# shop_req_arb

**shop_req_arb: drive-strength map**

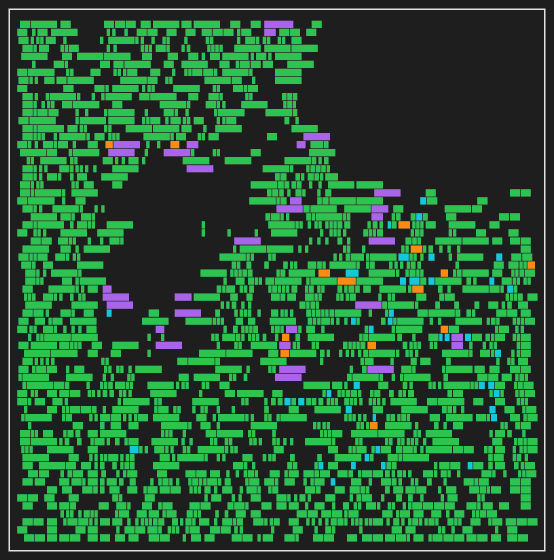
**shop_req_arb: routing congestion**

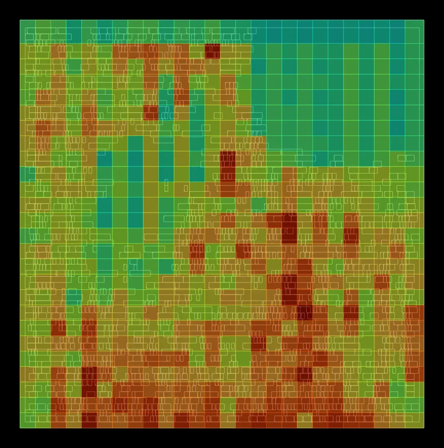
==> src/rtl/shop_req_arb_pkg.sv <==
// rtl/shop_req_arb_pkg.sv - shared constants, ASCII command keys and FSM encoding for shop_req_arb
package shop_req_arb_pkg;

    localparam int I_U_W  = 4;   // shop_v user-id width
    localparam int I_A_W  = 56;  // shop_v command/argument width (7 ASCII chars)
    localparam int O_A_W  = 72;  // shop_v response width (9 ASCII chars)
    localparam int IDX_W  = 3;   // client index width (up to 8 clients)
    localparam int CNT_W  = 8;   // setup / response-wait counter width
    localparam int TO_W   = 16;  // lock idle-timeout counter width

    // Command keywords, right-aligned and zero-padded on the left
    localparam logic [I_A_W-1:0] CMD_KEY__LOGIN   = 56'h0000_4C6F_6769_6E;
    localparam logic [I_A_W-1:0] CMD_KEY__LOGOUT  = 56'h00_4C6F_676F_7574;
    localparam logic [I_A_W-1:0] CMD_KEY__ADDUSR  = 56'h00_4164_6455_7372;
    localparam logic [I_A_W-1:0] CMD_KEY__DELUSR  = 56'h00_4465_6C55_7372;
    localparam logic [I_A_W-1:0] CMD_KEY__ADDITEM = 56'h4164_6449_7465_6D;
    localparam logic [I_A_W-1:0] CMD_KEY__DELITEM = 56'h4465_6C49_7465_6D;
    localparam logic [I_A_W-1:0] CMD_KEY__BUY     = 56'h0000_0000_4275_79;
    localparam logic [I_A_W-1:0] CMD_KEY__NONE    = '0;

    typedef enum logic [2:0] {
        ST_IDLE   = 3'd0,
        ST_SETUP  = 3'd1,
        ST_STROBE = 3'd2,
        ST_WAIT   = 3'd3,
        ST_DONE   = 3'd4
    } state_t;

endpackage

==> src/rtl/shop_req_arb_rr_arb.sv <==
// rtl/shop_req_arb_rr_arb.sv - combinational round-robin pick over an eligibility mask
// Ports:
//   i_mask     eligible requesters
//   i_ptr      highest-priority index this round
//   o_gnt_oh   one-hot winner (0 when nothing eligible)
//   o_gnt_idx  winner index
//   o_any      some requester is eligible
module shop_req_arb_rr_arb
    import shop_req_arb_pkg::*;
#(
    parameter int NUM_REQ = 4
) (
    input  logic [NUM_REQ-1:0] i_mask,
    input  logic [IDX_W-1:0]   i_ptr,
    output logic [NUM_REQ-1:0] o_gnt_oh,
    output logic [IDX_W-1:0]   o_gnt_idx,
    output logic               o_any
);

    // First pass scans ptr..NUM_REQ-1, second pass wraps to 0..ptr-1.
    always_comb begin
        o_gnt_oh  = '0;
        o_gnt_idx = '0;
        o_any     = 1'b0;
        for (int j = 0; j < NUM_REQ; j++) begin
            if (!o_any && (j >= int'(i_ptr)) && i_mask[j]) begin
                o_any       = 1'b1;
                o_gnt_idx   = IDX_W'(j);
                o_gnt_oh[j] = 1'b1;
            end
        end
        for (int j = 0; j < NUM_REQ; j++) begin
            if (!o_any && (j < int'(i_ptr)) && i_mask[j]) begin
                o_any       = 1'b1;
                o_gnt_idx   = IDX_W'(j);
                o_gnt_oh[j] = 1'b1;
            end
        end
    end

endmodule

==> src/rtl/shop_req_arb.sv <==
// rtl/shop_req_arb.sv - shares the shop_v command port among NUM_REQ clients with session locking
// Ports:
//   i_clk, i_reset           clock, async active-high reset
//   i_req/i_req_u/i_req_a    per-client request level, user id, ASCII word
//   o_gnt                    one-cycle pulse: request captured
//   o_rsp_vld/o_rsp_a        one-cycle response pulse per client, captured response
//   o_shop_rdy/u/a, i_shop_a shop_v handshake
//   o_lock/o_lock_owner      session lock state
module shop_req_arb
    import shop_req_arb_pkg::*;
#(
    parameter int NUM_REQ      = 4,
    parameter int I_U_NUM_BITS = 4,
    parameter int I_A_NUM_BITS = 56,
    parameter int O_A_NUM_BITS = 72,
    parameter int SETUP_CYC    = 1,
    parameter int RESP_WAIT    = 4,
    parameter int LOCK_TIMEOUT = 16
) (
    input  logic                              i_clk,
    input  logic                              i_reset,
    input  logic [NUM_REQ-1:0]                i_req,
    input  logic [NUM_REQ*I_U_NUM_BITS-1:0]   i_req_u,
    input  logic [NUM_REQ*I_A_NUM_BITS-1:0]   i_req_a,
    output logic [NUM_REQ-1:0]                o_gnt,
    output logic [NUM_REQ-1:0]                o_rsp_vld,
    output logic [O_A_NUM_BITS-1:0]           o_rsp_a,
    output logic                              o_shop_rdy,
    output logic [I_U_NUM_BITS-1:0]           o_shop_u,
    output logic [I_A_NUM_BITS-1:0]           o_shop_a,
    input  logic [O_A_NUM_BITS-1:0]           i_shop_a,
    output logic                              o_lock,
    output logic [2:0]                        o_lock_owner
);

    state_t                    r_state;
    logic [NUM_REQ-1:0]        r_gnt;
    logic [NUM_REQ-1:0]        r_rsp_vld;
    logic [O_A_NUM_BITS-1:0]   r_rsp_a;
    logic                      r_shop_rdy;
    logic [I_U_NUM_BITS-1:0]   r_shop_u;
    logic [I_A_NUM_BITS-1:0]   r_shop_a;
    logic                      r_lock;
    logic [IDX_W-1:0]          r_owner;
    logic [IDX_W-1:0]          r_ptr;
    logic [IDX_W-1:0]          r_cur;
    logic                      r_logout_pend;
    logic [CNT_W-1:0]          r_cnt;
    logic [TO_W-1:0]           r_to_cnt;

    logic [NUM_REQ-1:0]        w_owner_oh;
    logic                      w_owner_req;
    logic [NUM_REQ-1:0]        w_elig;
    logic [NUM_REQ-1:0]        w_gnt_oh;
    logic [IDX_W-1:0]          w_gnt_idx;
    logic                      w_any;
    logic [I_U_NUM_BITS-1:0]   w_sel_u;
    logic [I_A_NUM_BITS-1:0]   w_sel_a;
    logic                      w_is_login;
    logic                      w_is_logout;
    logic                      w_grant;

    always_comb begin
        w_owner_oh  = '0;
        w_owner_req = 1'b0;
        for (int j = 0; j < NUM_REQ; j++) begin
            if (r_owner == IDX_W'(j)) begin
                w_owner_oh[j] = 1'b1;
                w_owner_req   = i_req[j];
            end
        end
    end

    // While a session is open only its owner may issue.
    assign w_elig = r_lock ? (i_req & w_owner_oh) : i_req;

    shop_req_arb_rr_arb #(
        .NUM_REQ (NUM_REQ)
    ) u_rr_arb (
        .i_mask    (w_elig),
        .i_ptr     (r_ptr),
        .o_gnt_oh  (w_gnt_oh),
        .o_gnt_idx (w_gnt_idx),
        .o_any     (w_any)
    );

    always_comb begin
        w_sel_u = '0;
        w_sel_a = '0;
        for (int j = 0; j < NUM_REQ; j++) begin
            if (w_gnt_oh[j]) begin
                w_sel_u = i_req_u[j*I_U_NUM_BITS +: I_U_NUM_BITS];
                w_sel_a = i_req_a[j*I_A_NUM_BITS +: I_A_NUM_BITS];
            end
        end
    end

    assign w_is_login  = (w_sel_a == I_A_NUM_BITS'(CMD_KEY__LOGIN));
    assign w_is_logout = (w_sel_a == I_A_NUM_BITS'(CMD_KEY__LOGOUT));

    // DONE also arbitrates so back-to-back commands issue every 7 cycles.
    assign w_grant = w_any && ((r_state == ST_IDLE) || (r_state == ST_DONE));

    always_ff @(posedge i_clk or posedge i_reset) begin
        if (i_reset) begin
            r_state       <= ST_IDLE;
            r_gnt         <= '0;
            r_rsp_vld     <= '0;
            r_rsp_a       <= '0;
            r_shop_rdy    <= 1'b0;
            r_shop_u      <= '0;
            r_shop_a      <= '0;
            r_lock        <= 1'b0;
            r_owner       <= '0;
            r_ptr         <= '0;
            r_cur         <= '0;
            r_logout_pend <= 1'b0;
            r_cnt         <= '0;
            r_to_cnt      <= '0;
        end else begin
            r_gnt     <= '0;
            r_rsp_vld <= '0;
            case (r_state)
                ST_IDLE, ST_DONE: begin
                    if (w_grant) begin
                        r_gnt         <= w_gnt_oh;
                        r_shop_u      <= w_sel_u;
                        r_shop_a      <= w_sel_a;
                        r_cur         <= w_gnt_idx;
                        r_ptr         <= (w_gnt_idx == IDX_W'(NUM_REQ-1)) ? '0 : w_gnt_idx + IDX_W'(1);
                        r_cnt         <= '0;
                        r_state       <= ST_SETUP;
                        r_logout_pend <= r_lock && w_is_logout;
                        if (r_lock) begin
                            // only the owner can be granted while locked
                            r_to_cnt <= '0;
                        end else if (w_is_login) begin
                            r_lock   <= 1'b1;
                            r_owner  <= w_gnt_idx;
                            r_to_cnt <= '0;
                        end
                    end else begin
                        r_state <= ST_IDLE;
                        if ((r_state == ST_IDLE) && r_lock && !w_owner_req && (LOCK_TIMEOUT != 0)) begin
                            if (r_to_cnt == TO_W'(LOCK_TIMEOUT-1)) begin
                                r_lock   <= 1'b0;
                                r_to_cnt <= '0;
                            end else begin
                                r_to_cnt <= r_to_cnt + TO_W'(1);
                            end
                        end
                    end
                end
                ST_SETUP: begin
                    if (r_cnt == CNT_W'(SETUP_CYC-1)) begin
                        r_state    <= ST_STROBE;
                        r_shop_rdy <= 1'b1;
                        r_cnt      <= '0;
                    end else begin
                        r_cnt <= r_cnt + CNT_W'(1);
                    end
                end
                ST_STROBE: begin
                    r_shop_rdy <= 1'b0;
                    r_state    <= ST_WAIT;
                    r_cnt      <= '0;
                end
                ST_WAIT: begin
                    if (r_cnt == CNT_W'(RESP_WAIT-1)) begin
                        r_state   <= ST_DONE;
                        r_rsp_a   <= i_shop_a;
                        r_rsp_vld <= NUM_REQ'(1) << r_cur;
                        if (r_logout_pend) begin
                            r_lock        <= 1'b0;
                            r_to_cnt      <= '0;
                            r_logout_pend <= 1'b0;
                        end
                    end else begin
                        r_cnt <= r_cnt + CNT_W'(1);
                    end
                end
                default: r_state <= ST_IDLE;
            endcase
        end
    end

    assign o_gnt        = r_gnt;
    assign o_rsp_vld    = r_rsp_vld;
    assign o_rsp_a      = r_rsp_a;
    assign o_shop_rdy   = r_shop_rdy;
    assign o_shop_u     = r_shop_u;
    assign o_shop_a     = r_shop_a;
    assign o_lock       = r_lock;
    assign o_lock_owner = r_owner;

endmodule

==> config.mk <==
export PLATFORM = sky130hd
export DESIGN_NAME = shop_req_arb
export DESIGN_NICKNAME = d
export VERILOG_FILES = /design/src/rtl/shop_req_arb_pkg.sv /design/src/rtl/shop_req_arb_rr_arb.sv /design/src/rtl/shop_req_arb.sv
export SDC_FILE = /design/constraint.sdc
export NUM_CORES = 1
export LEC_CHECK = 0
export ABC_AREA = 1
export CORE_AREA = 2 2 179 181
export DETAILED_ROUTE_END_ITERATION = 8
export DIE_AREA = 0 0 181 183
export GPL_ROUTABILITY_DRIVEN = 0
export GPL_TIMING_DRIVEN = 0
export PLACE_DENSITY = 0.66
export SYNTH_ARGS = -nofsm -noshare
export SYNTH_HDL_FRONTEND = slang
export SYNTH_SLANG_ARGS = --single-unit
==> constraint.sdc <==
create_clock -name i_clk -period 7.33 [get_ports i_clk]
set_input_delay 1.466 -clock i_clk [delete_from_list [all_inputs] [get_ports i_clk]]
set_output_delay 1.466 -clock i_clk [all_outputs]
set_load 0.005 [all_outputs]
==> notes.md <==
The synthesis stats list as the most numerous cell nand2_1. Looking at the post-CTS report, the setup buffer insertion count equals 0. Non-clock buffers make up 32.98% of the layout cell area.

The flow ran to the end, and the final reports show no timing, DRC or antenna violations. The and-or/or-and share of the synthesized area is 5.861%, and the detailed router's first-iteration violation count is 786. The cell count of the worst reg-to-reg path is 22, and the wire length on met2 is 18720 um.

Data on the critical path arrives at its endpoint at 5.05 ns. After routing, the total negative slack on setup checks comes to 0 ns. The dominant kind of combinational cell is simple AND/OR/NAND/NOR gates.

Count of instantiated cells in the yosys netlist: 1299. The chip footprint is 33120 um2. Row generation in the floorplan step produced 65 rows.

The number of cells traversed by the worst hold path works out to 1. Before antenna repair, the detailed router went through 5 iterations. The report counts max-capacitance violations totalling 0. In the detailed route, the total length drawn on met3 is 4637 um. With the number of cells after detailed placement at 2163, the overall power consumption is 5.138 mW.

The run gives 10630 as the via count of the first global-routing pass.
Notes on 'drive-strength map' of shop_req_arb above:
legend:
  drive 1 or less:
    colour: green
    cells: 1708
  drive 2:
    colour: cyan
    cells: 40
  drive 3 to 4:
    colour: orange
    cells: 14
  drive 6 and up:
    colour: purple
    cells: 31
non-clock buffer count in the final layout: 525
synthesis-to-layout area growth: 61.95%
post-route design area: 14970 um2
final setup margin: 2.595 ns

Notes on 'routing congestion' of shop_req_arb above:
routed len/inst: 19.05 um
Most Used Layer, Global Route: met2
total global routing track utilization: 25.05%
grt met3 use: 9.631%


# branch_resolver

**config.mk**
```make
export PLATFORM = sky130hd
export DESIGN_NAME = branch_resolver
export DESIGN_NICKNAME = d
export VERILOG_FILES = /design/src/rtl/branch_resolver.sv
export SDC_FILE = /design/constraint.sdc
export NUM_CORES = 1
export LEC_CHECK = 0
export ABC_AREA = 1
export CAP_MARGIN = 15
export CORE_ASPECT_RATIO = 1.25
export CORE_MARGIN = 1
export CORE_UTILIZATION = 60
export CTS_BUF_LIST = sky130_fd_sc_hd__clkbuf_8
export DETAILED_ROUTE_END_ITERATION = 10
export DONT_BUFFER_PORTS = 1
export GPL_TIMING_DRIVEN = 0
export PLACE_DENSITY = 0.83
export SKIP_CTS_REPAIR_TIMING = 1
export SLEW_MARGIN = 20
export SYNTH_ARGS = -nofsm -noshare
export SYNTH_HDL_FRONTEND = slang
export SYNTH_SLANG_ARGS = --single-unit
```
**constraint.sdc**
```tcl
create_clock -name clock -period 3.6 [get_ports clock]
set_input_delay 0.54 -clock clock [delete_from_list [all_inputs] [get_ports clock]]
set_output_delay 0.54 -clock clock [all_outputs]
set_load 0.05 [all_outputs]
```
**src/rtl/branch_resolver.sv**
```systemverilog
// Per-thread branch resolution for the barrel-threaded control path.
// Produces jump/destination for the PC controller, one cycle after issue.
module branch_resolver #(
  parameter int PC_WIDTH          = 10,
  parameter int THREAD_COUNT      = 8,
  parameter int THREAD_ADDR_WIDTH = 3,
  parameter int COUNTER_WIDTH     = 10,
  parameter int INITIAL_THREAD    = 0
) (
  input  logic                         clock,
  input  logic                         reset_n,
  input  logic                         branch_valid,
  input  logic [1:0]                   branch_type,
  input  logic [PC_WIDTH-1:0]          branch_target,
  input  logic                         operand_zero,
  input  logic                         IO_ready,
  input  logic                         counter_load_valid,
  input  logic [THREAD_ADDR_WIDTH-1:0] counter_load_thread,
  input  logic [COUNTER_WIDTH-1:0]     counter_load_value,
  output logic                         jump,
  output logic [PC_WIDTH-1:0]          branch_destination,
  output logic [THREAD_ADDR_WIDTH-1:0] jump_thread,
  output logic                         loop_exit
);

  localparam int TAW = THREAD_ADDR_WIDTH;
  localparam int CW  = COUNTER_WIDTH;

  localparam logic [TAW-1:0] LAST_THREAD =
    TAW'(THREAD_COUNT - 1);
  localparam logic [TAW-1:0] FIRST_THREAD =
    TAW'(INITIAL_THREAD);

  logic [TAW-1:0] cur_thread;
  logic [CW-1:0]  cnt [THREAD_COUNT];
  logic [CW-1:0]  cur_cnt;

  logic ok;
  logic is_jmp;
  logic is_jz;
  logic is_jnz;
  logic is_djnz;
  logic cnt_nz;
  logic taken;
  logic djnz_dec;
  logic djnz_exit;

  assign cur_cnt = cnt[cur_thread];
  assign ok      = branch_valid & IO_ready;
  assign cnt_nz  = |cur_cnt;

  assign is_jmp  = branch_type == 2'b00;
  assign is_jz   = branch_type == 2'b01;
  assign is_jnz  = branch_type == 2'b10;
  assign is_djnz = branch_type == 2'b11;

  always_comb begin
    taken = 1'b0;
    unique case (1'b1)
      is_jmp:  taken = ok;
      is_jz:   taken = ok & operand_zero;
      is_jnz:  taken = ok & ~operand_zero;
      is_djnz: taken = ok & cnt_nz;
      default: taken = 1'b0;
    endcase
  end

  assign djnz_dec  = ok & is_djnz & cnt_nz;
  assign djnz_exit = ok & is_djnz & ~cnt_nz;

  always_ff @(posedge clock) begin
    if (!reset_n) begin
      cur_thread         <= FIRST_THREAD;
      jump               <= 1'b0;
      loop_exit          <= 1'b0;
      branch_destination <= '0;
      jump_thread        <= '0;
    end else begin
      cur_thread <= (cur_thread == LAST_THREAD)
                    ? '0 : cur_thread + TAW'(1);
      jump        <= taken;
      loop_exit   <= djnz_exit;
      jump_thread <= cur_thread;
      if (taken)
        branch_destination <= branch_target;
    end
  end

  // A load to the issuing thread overrides that thread's decrement.
  always_ff @(posedge clock) begin
    if (!reset_n) begin
      for (int i = 0; i < THREAD_COUNT; i++)
        cnt[i] <= '0;
    end else begin
      for (int i = 0; i < THREAD_COUNT; i++) begin
        if (counter_load_valid &&
            counter_load_thread == TAW'(i))
          cnt[i] <= counter_load_value;
        else if (djnz_dec && cur_thread == TAW'(i))
          cnt[i] <= cur_cnt - CW'(1);
      end
    end
  end

endmodule
```
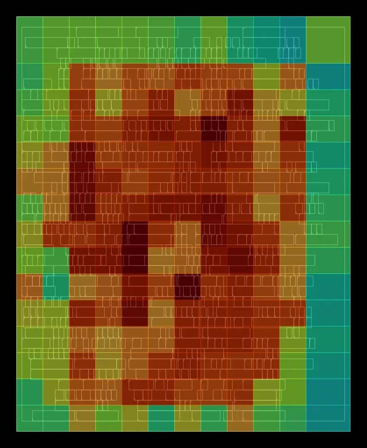
**Above:** branch_resolver (routing congestion).
met2 routing resource usage after global routing: 60.21%
met1 Use GR: 44.61%

==> notes.md <==
The critical path starts at cur_thread[0]. Looking at the power breakdown, combinational cells take 20.0% of the total. The run gives 120 as the count of inserted tapcells.

The first detailed-routing pass took 7 iterations. The flow ran to the end, and the final reports show no timing, DRC or antenna violations. Per the STA report, the cell with the highest stage delay on the worst path is dfxtp_1. The tools report the overall power consumption as 2.625 mW. The number of warnings printed during yosys synthesis is 0, and the filler cell count is 746. Power spread over the standard cell area amounts to 442.2 nW/um2.

Measured against the total synthesized area, the mux share comes to 0%. The launch instance of the worst register-to-register path is cur_thread[0]. The number of cells on the worst reg-to-reg path is 17. In this run, power in the clock network comes to 0.756 mW. The placer's final routability congestion estimate came out at 1.033.
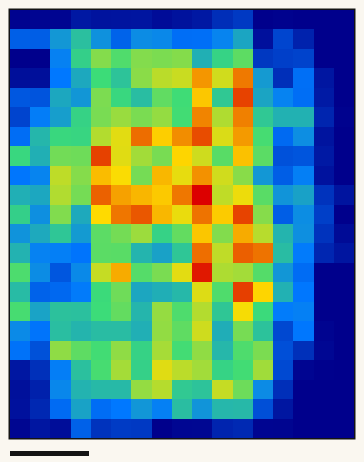
**Above:** branch_resolver (wire density map).
The bar under the picture is 20 um long. The die is cut into 17 by 22 equal tiles; dark blue is low, red is high, scaled to the fullest tile. Values are wire area over tile area, all layers added.
mean over tiles: 0.32
nearly empty tiles: 13%
tiles over half the peak: 36%
emptiest ninth of the die: south-east
routed len/inst: 20.45 um
routed vias: 5091
total global routing track utilization: 37.75%
Routed WL: 16810 um


# mem_access_master

===== src/rtl/mem_access_master.sv =====
// -----------------------------------------------------------------------------
// mem_access_master
//   Initiator side of the data-memory interface. Takes one load/store at a time
//   from the MEM stage (valid/ready), turns the byte address into a word index,
//   holds the memory pins for WAIT_CYCLES+1 cycles, then returns a one-cycle
//   response pulse. Misaligned or out-of-range requests skip memory entirely
//   and answer with resp_err on the next cycle.
//
// Ports
//   clk, rst            clock (rising edge), async active-low reset
//   req_valid/ready     request handshake; ready only in IDLE
//   req_write           1=store, 0=load
//   req_addr/req_wdata  byte address, store data
//   resp_valid          one-cycle completion pulse
//   resp_rdata          load data (0 for stores/errors), held until next resp
//   resp_err            misaligned/out-of-range, qualified by resp_valid
//   busy                request in flight (ACCESS or RESP)
//   mem_addr            word index to memory (0 outside ACCESS)
//   mem_write_data      store data to memory (0 outside ACCESS)
//   mem_read/mem_write  memory strobes, never both high
//   mem_read_data       combinational read data from memory
// -----------------------------------------------------------------------------
module mem_access_master #(
    parameter int DATA_W      = 32,
    parameter int MEM_DEPTH   = 2048,
    parameter int WAIT_CYCLES = 1
) (
    input  logic              clk,
    input  logic              rst,
    input  logic              req_valid,
    output logic              req_ready,
    input  logic              req_write,
    input  logic [DATA_W-1:0] req_addr,
    input  logic [DATA_W-1:0] req_wdata,
    output logic              resp_valid,
    output logic [DATA_W-1:0] resp_rdata,
    output logic              resp_err,
    output logic              busy,
    output logic [DATA_W-1:0] mem_addr,
    output logic [DATA_W-1:0] mem_write_data,
    output logic              mem_read,
    output logic              mem_write,
    input  logic [DATA_W-1:0] mem_read_data
);

    localparam int                CNT_W     = 4;
    localparam logic [CNT_W-1:0]  WAIT_INIT = CNT_W'(WAIT_CYCLES);

    typedef enum logic [1:0] {IDLE, ACCESS, RESP} state_t;

    typedef struct packed {
        logic              write;
        logic              err;
        logic [DATA_W-1:0] widx;
        logic [DATA_W-1:0] wdata;
    } req_t;

    state_t            state_q, state_d;
    req_t              req_q;
    logic [CNT_W-1:0]  cnt_q;
    logic              first_q;   // high only during the first ACCESS cycle
    logic [DATA_W-1:0] rdata_q;

    logic [DATA_W-1:0] widx_in;
    logic              bad_in;
    logic              last;

    assign widx_in = {2'b00, req_addr[DATA_W-1:2]};
    assign bad_in  = (|req_addr[1:0]) || (widx_in >= DATA_W'(MEM_DEPTH));
    assign last    = (cnt_q == '0);

    // state register
    always_ff @(posedge clk or negedge rst) begin
        if (!rst) state_q <= IDLE;
        else      state_q <= state_d;
    end

    // next state
    always_comb begin
        state_d = state_q;
        case (state_q)
            IDLE:    if (req_valid) state_d = bad_in ? RESP : ACCESS;
            ACCESS:  if (last)      state_d = RESP;
            RESP:                   state_d = IDLE;
            default:                state_d = IDLE;
        endcase
    end

    // outputs: all decoded from registered state so an async reset drops the
    // strobes immediately, without waiting for a clock edge
    always_comb begin
        req_ready      = 1'b0;
        busy           = 1'b1;
        resp_valid     = 1'b0;
        resp_err       = 1'b0;
        mem_addr       = '0;
        mem_write_data = '0;
        mem_read       = 1'b0;
        mem_write      = 1'b0;
        case (state_q)
            IDLE: begin
                req_ready = 1'b1;
                busy      = 1'b0;
            end
            ACCESS: begin
                mem_addr       = req_q.widx;
                mem_write_data = req_q.wdata;
                mem_read       = !req_q.write;
                // single write edge: the store commits on the first ACCESS edge
                mem_write      = req_q.write && first_q;
            end
            RESP: begin
                resp_valid = 1'b1;
                resp_err   = req_q.err;
            end
            default: busy = 1'b0;
        endcase
    end

    assign resp_rdata = rdata_q;

    // request latch, wait counter and response data
    always_ff @(posedge clk or negedge rst) begin
        if (!rst) begin
            req_q   <= '0;
            cnt_q   <= '0;
            first_q <= 1'b0;
            rdata_q <= '0;
        end else begin
            first_q <= 1'b0;
            case (state_q)
                IDLE: begin
                    if (req_valid) begin
                        req_q   <= '{write: req_write, err: bad_in,
                                     widx: widx_in, wdata: req_wdata};
                        cnt_q   <= bad_in ? '0 : WAIT_INIT;
                        first_q <= !bad_in;
                        // error responses go straight to RESP with zero data
                        if (bad_in) rdata_q <= '0;
                    end
                end
                ACCESS: begin
                    if (last) rdata_q <= req_q.write ? '0 : mem_read_data;
                    else      cnt_q   <= cnt_q - 1'b1;
                end
                default: ;
            endcase
        end
    end

endmodule


===== config.mk =====
export PLATFORM = sky130hd
export DESIGN_NAME = mem_access_master
export DESIGN_NICKNAME = d
export VERILOG_FILES = /design/src/rtl/mem_access_master.sv
export SDC_FILE = /design/constraint.sdc
export NUM_CORES = 1
export LEC_CHECK = 0
export CORE_MARGIN = 3
export CORE_UTILIZATION = 43
export CTS_CLUSTER_DIAMETER = 100
export CTS_CLUSTER_SIZE = 30
export DETAILED_ROUTE_END_ITERATION = 16
export HOLD_SLACK_MARGIN = 0.02
export PLACE_DENSITY = 0.78
export SLEW_MARGIN = 15
export SYNTH_ARGS = -nofsm -noshare
export SYNTH_HDL_FRONTEND = slang
export SYNTH_SLANG_ARGS = --single-unit

===== constraint.sdc =====
create_clock -name clk -period 2.09 [get_ports clk]
set_input_delay 0.3135 -clock clk [delete_from_list [all_inputs] [get_ports clk]]
set_output_delay 0.3135 -clock clk [all_outputs]
set_load 0.05 [all_outputs]

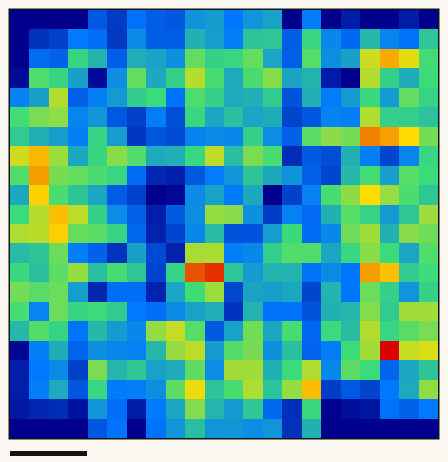
**Above:** mem_access_master (wire density map).
The bar under the picture is 20 um long. The die is cut into 22 by 22 equal tiles; dark blue is low, red is high, scaled to the fullest tile. Values are wire area over tile area, all layers added.
tiles over half the peak: 25%
nearly empty tiles: 5.8%
mean over tiles: 0.16
fullest tile: 0.44
routed vias: 3619
Routed WL: 12040 um
total global routing track utilization: 20.06%
routed len/inst: 16.20 um

==> notes.md <==
The flow ran to the end, and the final reports show no timing, DRC or antenna violations. Leaving out fill and tap cells, the most frequent cell in the layout is clkdlybuf4s50_1. The number of flip-flops under the largest register name is 64, and the utilization after layout is 74.32%.

Per the area breakdown, the dominant cell category is buffers. In the final layout, the multi-input gates occupy 1912 um2. The sequential power came out at 2.95 mW. The tools report the launching element type of the critical path as a flop. The non-clock buffering overhead in the final layout was 35.87%. For reference, the most critical setup path is categorized as flop to flop.

With the share of final layout cell area taken by clock buffers and inverters at 2.643%, the number of instances resized during post-cts repair is 3. Launch instance of the worst register-to-register path: state_q[0]. Counting flops per register, the top entry is req_q.

The run gives 9395 um for the half-perimeter wire length after placement. Reg-to-reg critical path endpoint: resp_rdata[18]. The run gives 0 as the number of endpoints failing setup at the final stage. Counting flops with a built-in enable in the synthesized netlist gives 0. The final weighted congestion recorded by global placement is 0.8540. The worst hold margin is 0.4916 ns, and the number of warnings printed during yosys synthesis is 0.

The clock network fraction of design power came out at 21.3%. The length of the first detailed-routing pass in iterations is 4, and the distinct cell type count after synthesis is 30. The die covers 12270 um2. Setup repair after global routing left no endpoint under its margin. The critical path goes through inv_1 > ha_2 > mux2_2 > o21ai_0 > a31oi_4 > buf_12 > mux2i_1. The via count of the first global-routing pass is 3849. Once the floorplan was initialized, standard cells occupied 44.90% of the core. In the post-synthesis netlist, the biggest area contributors are dfrtp_1, mux2_2, and2_1. Between clock sinks in the finished design, the worst skew comes to 0.01656 ns. The post-synthesis instance area is 4718 um2, and the proportion of power drawn by combinational gates is 29.7%.

The minimum clock period was 1.960 ns; the XOR/XNOR share of the synthesized area was 0.3713%. After detailed routing, the wire length on met1 is 4711 um. The number of maximum-capacitance violations recorded for the run is 0.

The run gives 728 for the filler cell count. The arrival time of data at the worst endpoint is listed as 2.22 ns. The slew at the pin closest to its max-slew limit is 0.5268 ns. The tools report the part of the power in registers as 49.1%. The run gives -0.08904 ns as the worst setup slack after placement.

The power density over the cells is 770.2 nW/um2, and the fraction of the mapped netlist area in adder cells is 1.326%. The via count normalized by instance count was 4.871; the power in the clock group was 1.28 mW. met2 track demand over resource after global routing is 34.26%.

Each instance of the synthesized netlist takes up on average 11.83 um2. The tools report the number of cells after detailed placement as 727. The final hold violation count came out at 0.

The CTS report gives the tree buffer count as 9. After floorplanning, the core was divided into 37 placement rows. In the synthesized netlist, mux cells make up 22.30% of the area. In the synthesized netlist, the cells that appear most often are dfrtp_1, mux2_2, and2_1. For the worst-skew pair, the clock arrives at the later sink with an insertion delay of 0.35 ns. With the sequential cell count of the final layout at 103, the met3 routed wirelength is 1100 um.

The cell count of the worst reg-to-reg path was 7. The critical path contains buffers and inverters numbering 2 combined.

# fpu_result_collector

$ cat src/rtl/fpu_collect_pkg.sv
`default_nettype none
// ============================================================================
// Package     : fpu_collect_pkg
// Description : Shared types for the fpnew_top result collector.
// Revision    : 1.0 - initial release
// ============================================================================
package fpu_collect_pkg;

    localparam int STATUS_W      = 5;
    localparam int COLLECT_WIDTH = 16;
    localparam int COLLECT_TAG_W = 1;

    // Same layout as fpnew_pkg::status_t so fflags map 1:1 onto fcsr.
    typedef struct packed {
        logic NV;
        logic DZ;
        logic OF;
        logic UF;
        logic NX;
    } status_t;

    typedef struct packed {
        logic [COLLECT_WIDTH-1:0] result;
        status_t                  status;
        logic [COLLECT_TAG_W-1:0] tag;
    } collect_entry_t;

endpackage : fpu_collect_pkg
`default_nettype wire

$ cat src/rtl/fpu_collect_fifo.sv
`default_nettype none
// ============================================================================
// Module      : fpu_collect_fifo
// Description : Generic DEPTH-entry flop FIFO with push/pop/flush and level.
// Revision    : 1.0 - initial release
// ============================================================================
module fpu_collect_fifo #(
    parameter  int DATA_W = 22,
    parameter  int DEPTH  = 4,
    localparam int PTR_W  = $clog2(DEPTH),
    localparam int LVL_W  = PTR_W + 1
) (
    input  logic              clk_i,
    input  logic              rst_ni,
    input  logic              flush_i,
    input  logic              push_i,
    input  logic              pop_i,
    input  logic [DATA_W-1:0] data_i,
    output logic [DATA_W-1:0] data_o,
    output logic              full_o,
    output logic              empty_o,
    output logic [LVL_W-1:0]  level_o
);

    logic [DATA_W-1:0] mem_q [DEPTH];
    logic [PTR_W-1:0]  wptr_q, wptr_d;
    logic [PTR_W-1:0]  rptr_q, rptr_d;
    logic [LVL_W-1:0]  level_q, level_d;
    logic              do_push;
    logic              do_pop;

    // Push/pop are qualified here so the FIFO never over/underflows.
    assign full_o  = (level_q == LVL_W'(DEPTH));
    assign empty_o = (level_q == '0);
    assign do_push = push_i & ~full_o & ~flush_i;
    assign do_pop  = pop_i & ~empty_o & ~flush_i;

    always_comb begin
        wptr_d  = wptr_q;
        rptr_d  = rptr_q;
        level_d = level_q;
        if (flush_i) begin
            wptr_d  = '0;
            rptr_d  = '0;
            level_d = '0;
        end else begin
            if (do_push) wptr_d = wptr_q + PTR_W'(1);
            if (do_pop)  rptr_d = rptr_q + PTR_W'(1);
            case ({do_push, do_pop})
                2'b10:   level_d = level_q + LVL_W'(1);
                2'b01:   level_d = level_q - LVL_W'(1);
                default: level_d = level_q;
            endcase
        end
    end

    always_ff @(posedge clk_i or negedge rst_ni) begin
        if (!rst_ni) begin
            wptr_q  <= '0;
            rptr_q  <= '0;
            level_q <= '0;
            for (int i = 0; i < DEPTH; i++) begin
                mem_q[i] <= '0;
            end
        end else begin
            wptr_q  <= wptr_d;
            rptr_q  <= rptr_d;
            level_q <= level_d;
            if (do_push) begin
                mem_q[wptr_q] <= data_i;
            end
        end
    end

    assign data_o  = mem_q[rptr_q];
    assign level_o = level_q;

endmodule : fpu_collect_fifo
`default_nettype wire

$ cat src/rtl/fpu_result_collector.sv
`default_nettype none
// ============================================================================
// Module      : fpu_result_collector
// Description : Buffers fpnew_top results, accumulates sticky fflags.
//               Optional perf counters under FPU_COLLECT_PERF_EN.
// Revision    : 1.0 - initial release
// ============================================================================
module fpu_result_collector
    import fpu_collect_pkg::*;
#(
    parameter  int WIDTH = COLLECT_WIDTH,
    parameter  int DEPTH = 4,
    parameter  int TAG_W = COLLECT_TAG_W,
    localparam int LVL_W = $clog2(DEPTH) + 1
) (
    input  logic                clk_i,
    input  logic                rst_ni,
    input  logic                flush_i,
    input  logic [WIDTH-1:0]    fpu_result_i,
    input  logic [STATUS_W-1:0] fpu_status_i,
    input  logic [TAG_W-1:0]    fpu_tag_i,
    input  logic                fpu_valid_i,
    output logic                fpu_ready_o,
    output logic [WIDTH-1:0]    res_o,
    output logic [STATUS_W-1:0] res_status_o,
    output logic [TAG_W-1:0]    res_tag_o,
    output logic                res_valid_o,
    input  logic                res_ready_i,
    output logic [STATUS_W-1:0] fflags_o,
    input  logic                fflags_clr_i,
`ifdef FPU_COLLECT_PERF_EN
    output logic [31:0]         perf_results_o,
    output logic [31:0]         perf_stall_o,
`endif
    output logic [LVL_W-1:0]    level_o
);

    // Width-parameterised form of collect_entry_t.
    typedef struct packed {
        logic [WIDTH-1:0] result;
        status_t          status;
        logic [TAG_W-1:0] tag;
    } entry_t;

    entry_t  wr_entry;
    entry_t  rd_entry;
    logic    full;
    logic    empty;
    logic    push_acc;
    logic    pop_acc;
    status_t fflags_q, fflags_d;

    assign wr_entry = '{result: fpu_result_i, status: status_t'(fpu_status_i), tag: fpu_tag_i};

    assign fpu_ready_o = ~full;
    assign res_valid_o = ~empty;
    assign push_acc    = fpu_valid_i & fpu_ready_o & ~flush_i;
    assign pop_acc     = res_valid_o & res_ready_i;

    fpu_collect_fifo #(
        .DATA_W ($bits(entry_t)),
        .DEPTH  (DEPTH)
    ) u_fifo (
        .clk_i   (clk_i),
        .rst_ni  (rst_ni),
        .flush_i (flush_i),
        .push_i  (push_acc),
        .pop_i   (pop_acc),
        .data_i  (wr_entry),
        .data_o  (rd_entry),
        .full_o  (full),
        .empty_o (empty),
        .level_o (level_o)
    );

    assign res_o        = rd_entry.result;
    assign res_status_o = rd_entry.status;
    assign res_tag_o    = rd_entry.tag;

    // Clear takes priority, then the accepted status is merged in.
    always_comb begin
        fflags_d = fflags_q;
        if (fflags_clr_i) fflags_d = '0;
        if (push_acc)     fflags_d = fflags_d | status_t'(fpu_status_i);
    end

    always_ff @(posedge clk_i or negedge rst_ni) begin
        if (!rst_ni) fflags_q <= '0;
        else         fflags_q <= fflags_d;
    end

    assign fflags_o = fflags_q;

`ifdef FPU_COLLECT_PERF_EN
    logic [31:0] perf_results_q;
    logic [31:0] perf_stall_q;

    always_ff @(posedge clk_i or negedge rst_ni) begin
        if (!rst_ni) begin
            perf_results_q <= '0;
            perf_stall_q   <= '0;
        end else begin
            if (push_acc)                   perf_results_q <= perf_results_q + 32'd1;
            if (fpu_valid_i & ~fpu_ready_o) perf_stall_q   <= perf_stall_q + 32'd1;
        end
    end

    assign perf_results_o = perf_results_q;
    assign perf_stall_o   = perf_stall_q;
`endif

endmodule : fpu_result_collector
`default_nettype wire

$ cat config.mk
export PLATFORM = sky130hd
export DESIGN_NAME = fpu_result_collector
export DESIGN_NICKNAME = d
export VERILOG_FILES = /design/src/rtl/fpu_collect_pkg.sv /design/src/rtl/fpu_collect_fifo.sv /design/src/rtl/fpu_result_collector.sv
export SDC_FILE = /design/constraint.sdc
export NUM_CORES = 1
export LEC_CHECK = 0
export ABC_AREA = 1
export CAP_MARGIN = 10
export CORE_ASPECT_RATIO = 1.5
export CORE_UTILIZATION = 40
export CTS_BUF_LIST = sky130_fd_sc_hd__clkbuf_8
export CTS_CLUSTER_SIZE = 10
export DETAILED_ROUTE_END_ITERATION = 7
export GPL_TIMING_DRIVEN = 0
export PLACE_DENSITY_LB_ADDON = 0.1
export SYNTH_ARGS = -nofsm -noshare
export SYNTH_HDL_FRONTEND = slang
export SYNTH_HIERARCHICAL = 1
export SYNTH_SLANG_ARGS = --single-unit
$ cat constraint.sdc
create_clock -name clk_i -period 2.35 [get_ports clk_i]
set_input_delay 0.235 -clock clk_i [delete_from_list [all_inputs] [get_ports clk_i]]
set_output_delay 0.235 -clock clk_i [all_outputs]
set_load 0.01 [all_outputs]
==> notes.md <==
Per the OpenROAD floorplan log, the width of the die is 90.60 um. The wire length of the first global-routing pass was 20090 um. The tools report the launch instance of the worst register-to-register path as u_fifo/level_o[0]. The tools report the length of the first detailed-routing pass in iterations as 5. Post-synthesis cell type with the largest instance count: nand2_1. For this run the detailed placement stage logged an HPWL of 8414 um. For the number of buffers added for setup after CTS, the log shows 0. The most flop-heavy register was u_fifo/mem_q. The source of the critical timing path was u_fifo/rptr_q[0]. Element type at the critical path end: an output pin. The fraction of final cell area spent on clock buffers and inverters in this run is 3.472%. The logs give a warning total of 29.

The number of signal-net inverters in the final layout came out at 38. The arrival time of data at the critical path endpoint came out at 2.05 ns. The distinct cell type count after synthesis was 23. The detail route stage leaves a number of antenna-violating nets equal to 0.

On met1, the global router reports a usage of 26.92%. Per the synthesis report, the XOR/XNOR share of the synthesized area is 0.1860%. The detailed router's first-iteration violation count came out at 288. On the worst path, the slowest cell contributes a delay of 0.56 ns. The final hold violation count came out at 0. The run finished with clean final reports. By area, the combinational part of the netlist is dominated by AND-OR/OR-AND gates.

The number of cells traversed by the worst hold path was 3. The number of clock sinks came to 100. The wire length on met2 was 6276 um. The critical path depth in cells is 6. The initial antenna violation count came out at 0.

The cell that appears most often on the critical path is buf_4. Combinational logic burns 40.7% of the power. The critical path contains buffers and inverters numbering 4 combined. Of all the cell area in the finished design, non-clock buffers hold 15.94%. For the sequential power, the log shows 2.51 mW.

After synthesis the netlist holds a flip-flop and latch count of 100. Largest cell class by area: registers. The overall power consumption was 6.113 mW; the number of instances in the synthesized netlist was 517. Looking at the critical path, the highest net fanout was 10. The cell chosen for the clock root was clkbuf_8.

The plain and repair buffers instantiated in the layout total 90. The family with the most delay on the worst path is buffers and inverters. For this run the aggregate overflow at the end of global routing stands at 0. The combinational share of cell area is 31.55%.

The skew report gives the latency at the later pin of the worst-skew pair as 0.37 ns. Timing would allow up to 0.4384 GHz. The worst path meets setup with 0.06921 ns of slack.

Buffers placed on the I/O ports in this run total 59. Switching power as a fraction of the total was reported as 35.36%. After synthesis, the mean cell area works out to 9.109 um2. The run gives 1.12 mW as the power in the clock group. Slew at the pin closest to its max-slew limit: 0.6527 ns.

The final timing report lists clock skew as 0.007135 ns. The part of the power in registers came out at 41.0%.
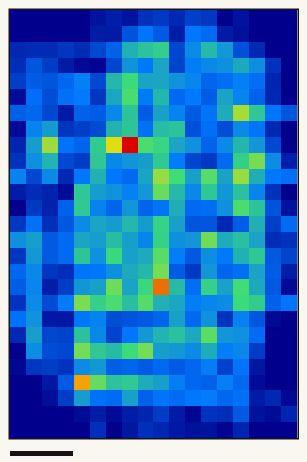
**Above:** fpu_result_collector (wire density map).
The bar under the picture is 20 um long. The die is cut into 18 by 27 equal tiles; dark blue is low, red is high, scaled to the fullest tile. Values are wire area over tile area, all layers added.
fullest tile: 0.67
tiles over half the peak: 5.6%
emptiest ninth of the die: north-west
densest ninth of the die: centre
nearly empty tiles: 12%
routed len/inst: 16.29 um
Routed WL: 12120 um
total global routing track utilization: 21.41%
routed vias: 3805

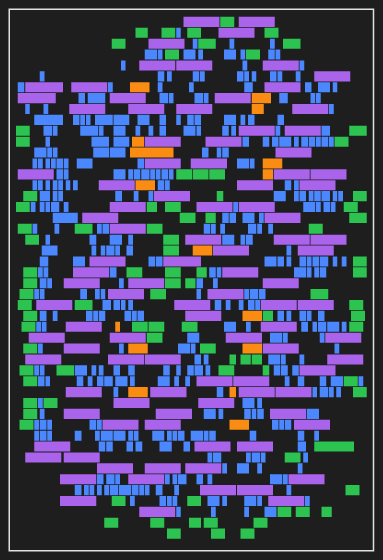
**Above:** fpu_result_collector (placement by cell class).
legend:
  all other logic:
    colour: blue
    cells: 388
    share_of_their_area: 35%
  flip-flops:
    colour: purple
    cells: 100
    share_of_their_area: 45%
  clock drivers and dummy loads:
    colour: orange
    cells: 16
    share_of_their_area: 3.6%
  other buffers and delay cells:
    colour: green
    cells: 90
    share_of_their_area: 16%
number of placement rows: 48
Post-Route Utilization: 50.58%


# mips_cpu_state_controller_flat

==> config.mk <==
export PLATFORM = sky130hd
export DESIGN_NAME = mips_cpu_state_controller_flat
export DESIGN_NICKNAME = d
export VERILOG_FILES = /design/src/rtl/mips_cpu_state_controller_if.sv /design/src/rtl/mips_cpu_state_controller.sv /design/src/flat_wrapper.sv
export SDC_FILE = /design/constraint.sdc
export NUM_CORES = 1
export LEC_CHECK = 0
export CORE_MARGIN = 4
export CORE_UTILIZATION = 40
export DETAILED_ROUTE_END_ITERATION = 10
export GPL_TIMING_DRIVEN = 1
export HOLD_SLACK_MARGIN = 0.1
export PLACE_DENSITY = 0.78
export SYNTH_ARGS = -nofsm -noshare
export SYNTH_HDL_FRONTEND = slang
export SYNTH_SLANG_ARGS = --single-unit
export TNS_END_PERCENT = 30
==> constraint.sdc <==
create_clock -name clk -period 3.1 [get_ports clk]
set_input_delay 0.93 -clock clk [delete_from_list [all_inputs] [get_ports clk]]
set_output_delay 0.93 -clock clk [all_outputs]
set_load 0.02 [all_outputs]
==> src/rtl/mips_cpu_state_controller_if.sv <==
// Control bus between the multicycle sequencer and the datapath/memory side.
// The controller takes the master modport; the datapath takes the slave modport.
interface mips_cpu_state_controller_if;
    logic        waitrequest;
    logic [5:0]  opcode;
    logic [5:0]  funct;
    logic        reg_write_req;
    logic        alu_busy;
    logic        pc_next_zero;

    logic [2:0]  state;
    logic        active;
    logic        ir_load;
    logic        mem_read;
    logic        mem_write;
    logic        addr_sel;
    logic        pc_write;
    logic        reg_write;
    logic        fault;
    logic [31:0] retired;

    modport master (
        input  waitrequest, opcode, funct, reg_write_req, alu_busy, pc_next_zero,
        output state, active, ir_load, mem_read, mem_write, addr_sel, pc_write, reg_write,
        output fault, retired
    );

    modport slave (
        output waitrequest, opcode, funct, reg_write_req, alu_busy, pc_next_zero,
        input  state, active, ir_load, mem_read, mem_write, addr_sel, pc_write, reg_write,
        input  fault, retired
    );
endinterface

==> src/rtl/mips_cpu_state_controller.sv <==
// Multicycle sequencer for the MIPS-compatible core: fetch/decode/exec/mem/writeback,
// waitrequest handshake, long-ALU stall, halt on jump to 0 and memory-hang fault.
module mips_cpu_state_controller #(
    parameter int unsigned WAIT_TIMEOUT = 0
) (
    input logic                          clk,
    input logic                          reset,
    mips_cpu_state_controller_if.master  bus
);

    typedef enum logic [2:0] {
        StFetch     = 3'd0,
        StFetchWait = 3'd1,
        StDecode    = 3'd2,
        StExec      = 3'd3,
        StMem       = 3'd4,
        StWriteback = 3'd5,
        StHalted    = 3'd6,
        StFault     = 3'd7
    } state_e;

    state_e      state_q, state_d;
    logic        active_q;
    logic        fault_q;
    logic [31:0] retired_q;
    logic [31:0] wait_cnt_q, wait_cnt_d;

    logic is_load, is_store, is_long;
    logic waiting, timeout;

    always_comb begin
        is_load  = (bus.opcode >= 6'h20) && (bus.opcode <= 6'h26);
        is_store = (bus.opcode == 6'h28) || (bus.opcode == 6'h29) || (bus.opcode == 6'h2B);
        is_long  = (bus.opcode == 6'h00) && (bus.funct[5:2] == 4'b0110);
    end

    // FETCH and FETCH_WAIT form one access, so the count carries across that transition.
    always_comb begin
        waiting = ((state_q == StFetch) || (state_q == StFetchWait) || (state_q == StMem)) &&
                  bus.waitrequest;
        if (!waiting) begin
            wait_cnt_d = '0;
        end else if (wait_cnt_q == 32'hFFFF_FFFF) begin
            wait_cnt_d = wait_cnt_q;
        end else begin
            wait_cnt_d = wait_cnt_q + 32'd1;
        end
        timeout = waiting && (WAIT_TIMEOUT != 0) && (wait_cnt_d >= WAIT_TIMEOUT);
    end

    always_comb begin
        state_d = state_q;
        if (timeout) begin
            state_d = StFault;
        end else begin
            case (state_q)
                StFetch, StFetchWait: state_d = bus.waitrequest ? StFetchWait : StDecode;
                StDecode:             state_d = StExec;
                StExec: begin
                    if (!(is_long && bus.alu_busy)) begin
                        state_d = (is_load || is_store) ? StMem : StWriteback;
                    end
                end
                StMem:                if (!bus.waitrequest) state_d = StWriteback;
                StWriteback:          state_d = bus.pc_next_zero ? StHalted : StFetch;
                default:              state_d = state_q;
            endcase
        end
    end

    always_ff @(posedge clk) begin
        if (reset) begin
            state_q    <= StFetch;
            active_q   <= 1'b1;
            fault_q    <= 1'b0;
            retired_q  <= '0;
            wait_cnt_q <= '0;
        end else begin
            state_q    <= state_d;
            active_q   <= !((state_d == StHalted) || (state_d == StFault));
            wait_cnt_q <= wait_cnt_d;
            if (state_d == StFault) begin
                fault_q <= 1'b1;
            end
            if (state_q == StWriteback) begin
                retired_q <= retired_q + 32'd1;
            end
        end
    end

    // Strobes are decoded from the current state so a reset cycle never reaches memory.
    always_comb begin
        bus.ir_load   = 1'b0;
        bus.mem_read  = 1'b0;
        bus.mem_write = 1'b0;
        bus.pc_write  = 1'b0;
        bus.reg_write = 1'b0;
        bus.addr_sel  = (state_q == StMem);
        if (!reset) begin
            unique case (state_q)
                StFetch, StFetchWait: begin
                    bus.mem_read = 1'b1;
                    bus.ir_load  = !bus.waitrequest;
                end
                StMem: begin
                    bus.mem_read  = is_load;
                    bus.mem_write = is_store && !is_load;
                end
                StWriteback: begin
                    bus.pc_write  = 1'b1;
                    bus.reg_write = bus.reg_write_req;
                end
                default: ;
            endcase
        end
    end

    always_comb begin
        bus.state   = state_q;
        bus.active  = active_q;
        bus.fault   = fault_q;
        bus.retired = retired_q;
    end

endmodule

==> src/flat_wrapper.sv <==
// flat-port wrapper written by rule: the top's interface ports become plain ports
module mips_cpu_state_controller_flat 
#(
    parameter int unsigned WAIT_TIMEOUT = 0
)
  (clk, reset, bus_waitrequest, bus_opcode, bus_funct, bus_reg_write_req, bus_alu_busy, bus_pc_next_zero, bus_state, bus_active, bus_ir_load, bus_mem_read, bus_mem_write, bus_addr_sel, bus_pc_write, bus_reg_write, bus_fault, bus_retired);
  mips_cpu_state_controller_if bus_i ();
  input logic clk;
  input logic reset;
  input wire logic [$bits(bus_i.waitrequest)-1:0] bus_waitrequest;
  input wire logic [$bits(bus_i.opcode)-1:0] bus_opcode;
  input wire logic [$bits(bus_i.funct)-1:0] bus_funct;
  input wire logic [$bits(bus_i.reg_write_req)-1:0] bus_reg_write_req;
  input wire logic [$bits(bus_i.alu_busy)-1:0] bus_alu_busy;
  input wire logic [$bits(bus_i.pc_next_zero)-1:0] bus_pc_next_zero;
  output wire logic [$bits(bus_i.state)-1:0] bus_state;
  output wire logic [$bits(bus_i.active)-1:0] bus_active;
  output wire logic [$bits(bus_i.ir_load)-1:0] bus_ir_load;
  output wire logic [$bits(bus_i.mem_read)-1:0] bus_mem_read;
  output wire logic [$bits(bus_i.mem_write)-1:0] bus_mem_write;
  output wire logic [$bits(bus_i.addr_sel)-1:0] bus_addr_sel;
  output wire logic [$bits(bus_i.pc_write)-1:0] bus_pc_write;
  output wire logic [$bits(bus_i.reg_write)-1:0] bus_reg_write;
  output wire logic [$bits(bus_i.fault)-1:0] bus_fault;
  output wire logic [$bits(bus_i.retired)-1:0] bus_retired;
  assign bus_i.waitrequest = bus_waitrequest;
  assign bus_i.opcode = bus_opcode;
  assign bus_i.funct = bus_funct;
  assign bus_i.reg_write_req = bus_reg_write_req;
  assign bus_i.alu_busy = bus_alu_busy;
  assign bus_i.pc_next_zero = bus_pc_next_zero;
  assign bus_state = bus_i.state;
  assign bus_active = bus_i.active;
  assign bus_ir_load = bus_i.ir_load;
  assign bus_mem_read = bus_i.mem_read;
  assign bus_mem_write = bus_i.mem_write;
  assign bus_addr_sel = bus_i.addr_sel;
  assign bus_pc_write = bus_i.pc_write;
  assign bus_reg_write = bus_i.reg_write;
  assign bus_fault = bus_i.fault;
  assign bus_retired = bus_i.retired;
  mips_cpu_state_controller #(.WAIT_TIMEOUT(WAIT_TIMEOUT)) u_core (.clk(clk), .reset(reset), .bus(bus_i));
endmodule
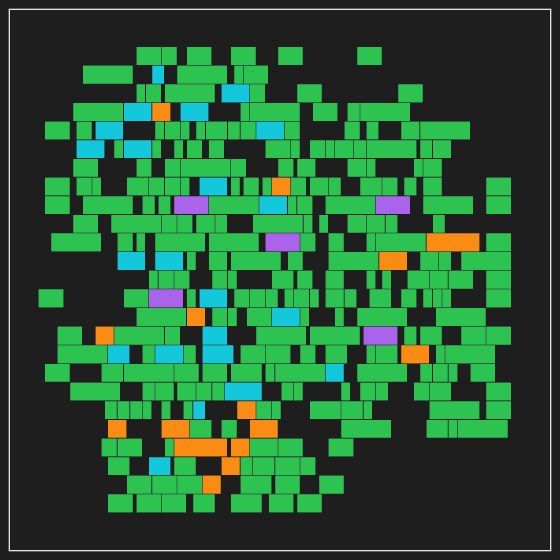
**Above:** mips_cpu_state_controller_flat (drive-strength map).
legend:
  drive 6 and up:
    colour: purple
    cells: 5
  drive 1 or less:
    colour: green
    cells: 250
  drive 2:
    colour: cyan
    cells: 22
  drive 3 to 4:
    colour: orange
    cells: 15
final setup margin: 0.03772 ns
non-clock buffer count in the final layout: 66
synthesis-to-layout area growth: 36.52%

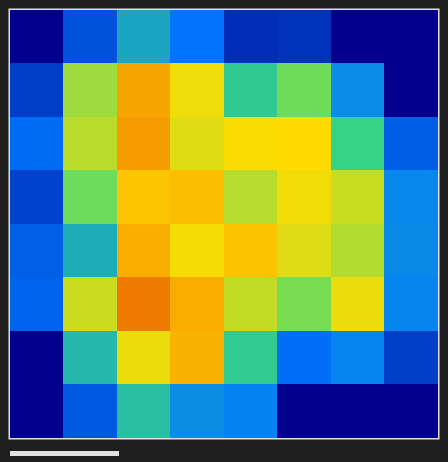
**Above:** mips_cpu_state_controller_flat (placement density heat map).
The bar under the picture is 20 um long. The die is cut into 8 by 8 equal tiles; dark blue is low, red is high, 0 to 100% covered.
tiles over 75% full: 16%
densest ninth of the die: centre
nearly empty tiles: 14%
area of the core: 4786 um2
Post-Route Utilization: 57.18%
core utilization at floorplan: 41.88%

==> notes.md <==
Maximum ir drop on the vdd rail: 0.1939 mV. Via count of the first global-routing pass: 1760. The run gives 23.05% for the non-clock buffering overhead in the final layout. After Yosys synthesis, and, or, nand and nor cells account for 35.21% of the synthesized area. Post-CTS repair ended up resizing 17 cells.

The dominant synthesized flop cell was dfxtp_1. For the met2 routing resource usage after global routing, the log shows 26.66%. The number of nets in the synthesized netlist came out at 253. Counting along the longest clock path gives a buffer depth of 2. Summing all non-filler instances in the final layout gives an area of 2736 um2. Detailed routing placed a total of 180 um of wire on met3.

The library cell used most frequently in the layout, excluding fill and tap cells, is clkdlybuf4s50_1. For this run, the chip area from Yosys synthesis comes to 2004 um2. Overall power consumption after layout is estimated at 0.9080 mW. The remaining global-route overflow was 0.

Clock buffers in the final layout number 8. Setup slack on the worst path after placement came out at -0.7236 ns. With the final worst clock skew at 0.002987 ns, the number of rows created at floorplan is 25. The sum of routed wire segments on met1 is 2243 um.

The number of buffers added for setup after CTS was 0; the total inserted antenna cells was 0. The clock network is responsible for 35.3% of the overall power. The multiplexer area fraction after synthesis is 7.865%. The run gives 740.7 um2 as the register area. Setup repair after global routing left no endpoint under its margin. Dominant kind of combinational cell: simple AND/OR/NAND/NOR gates. After layout, the worst path uses 98.78% of the clock period.

The number of I/O pins was 61; the maximum number of pins on one net before global-route repair was 31. STA puts the critical path data arrival time at 2.13 ns. The startpoint identified for the worst register-to-register timing path is u_core.bus.state[2].

The filler cells instantiated in the layout total 439. The OpenROAD report gives the critical path a required time of 2.17 ns. STA classifies the critical path endpoint as an output pin. Along the worst hold path, the cell count comes to 2. The finished design was reported to have a net count of 310. The flow ran to the end, and the final reports show no timing, DRC or antenna violations.

In this run, post-CTS hold repair placed 0 buffers.


==> gallery <==
Drive-strength map.
(a)
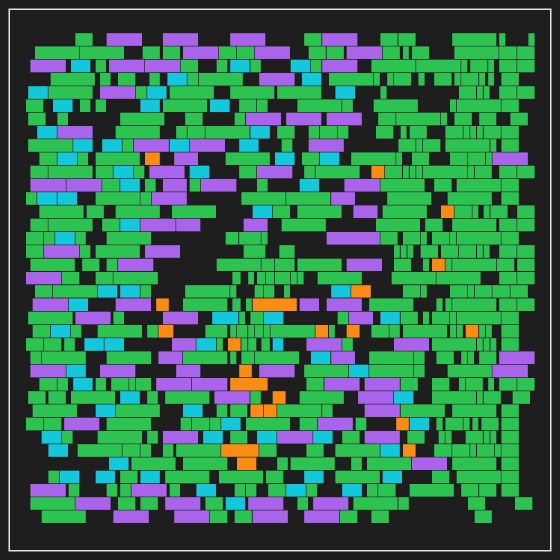
(b)
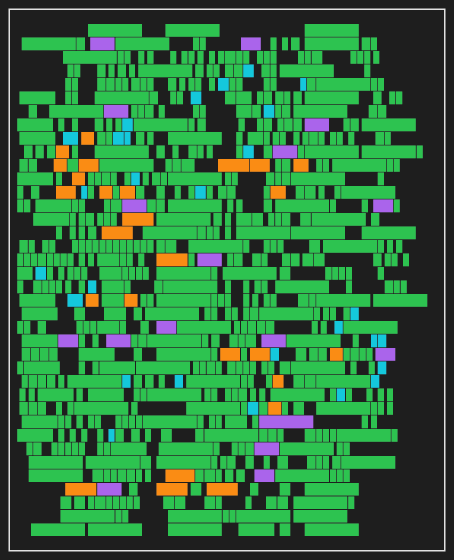
(c)
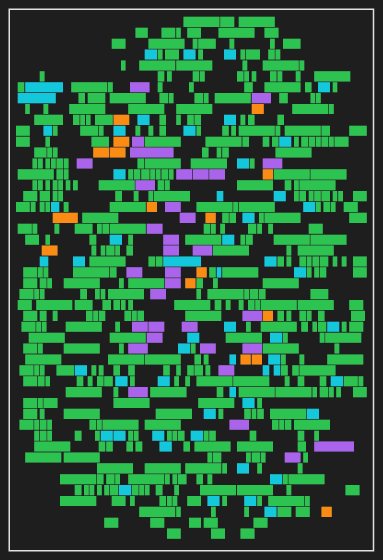
| picture | from |
|---|---|
| (b) | branch_resolver |
| (a) | mem_access_master |
| (c) | fpu_result_collector |

Key to (a):
legend:
  drive 1 or less:
    colour: green
    cells: 437
  drive 2:
    colour: cyan
    cells: 67
  drive 6 and up:
    colour: purple
    cells: 82
  drive 3 to 4:
    colour: orange
    cells: 21

Power and IR drop assume default switching activity.
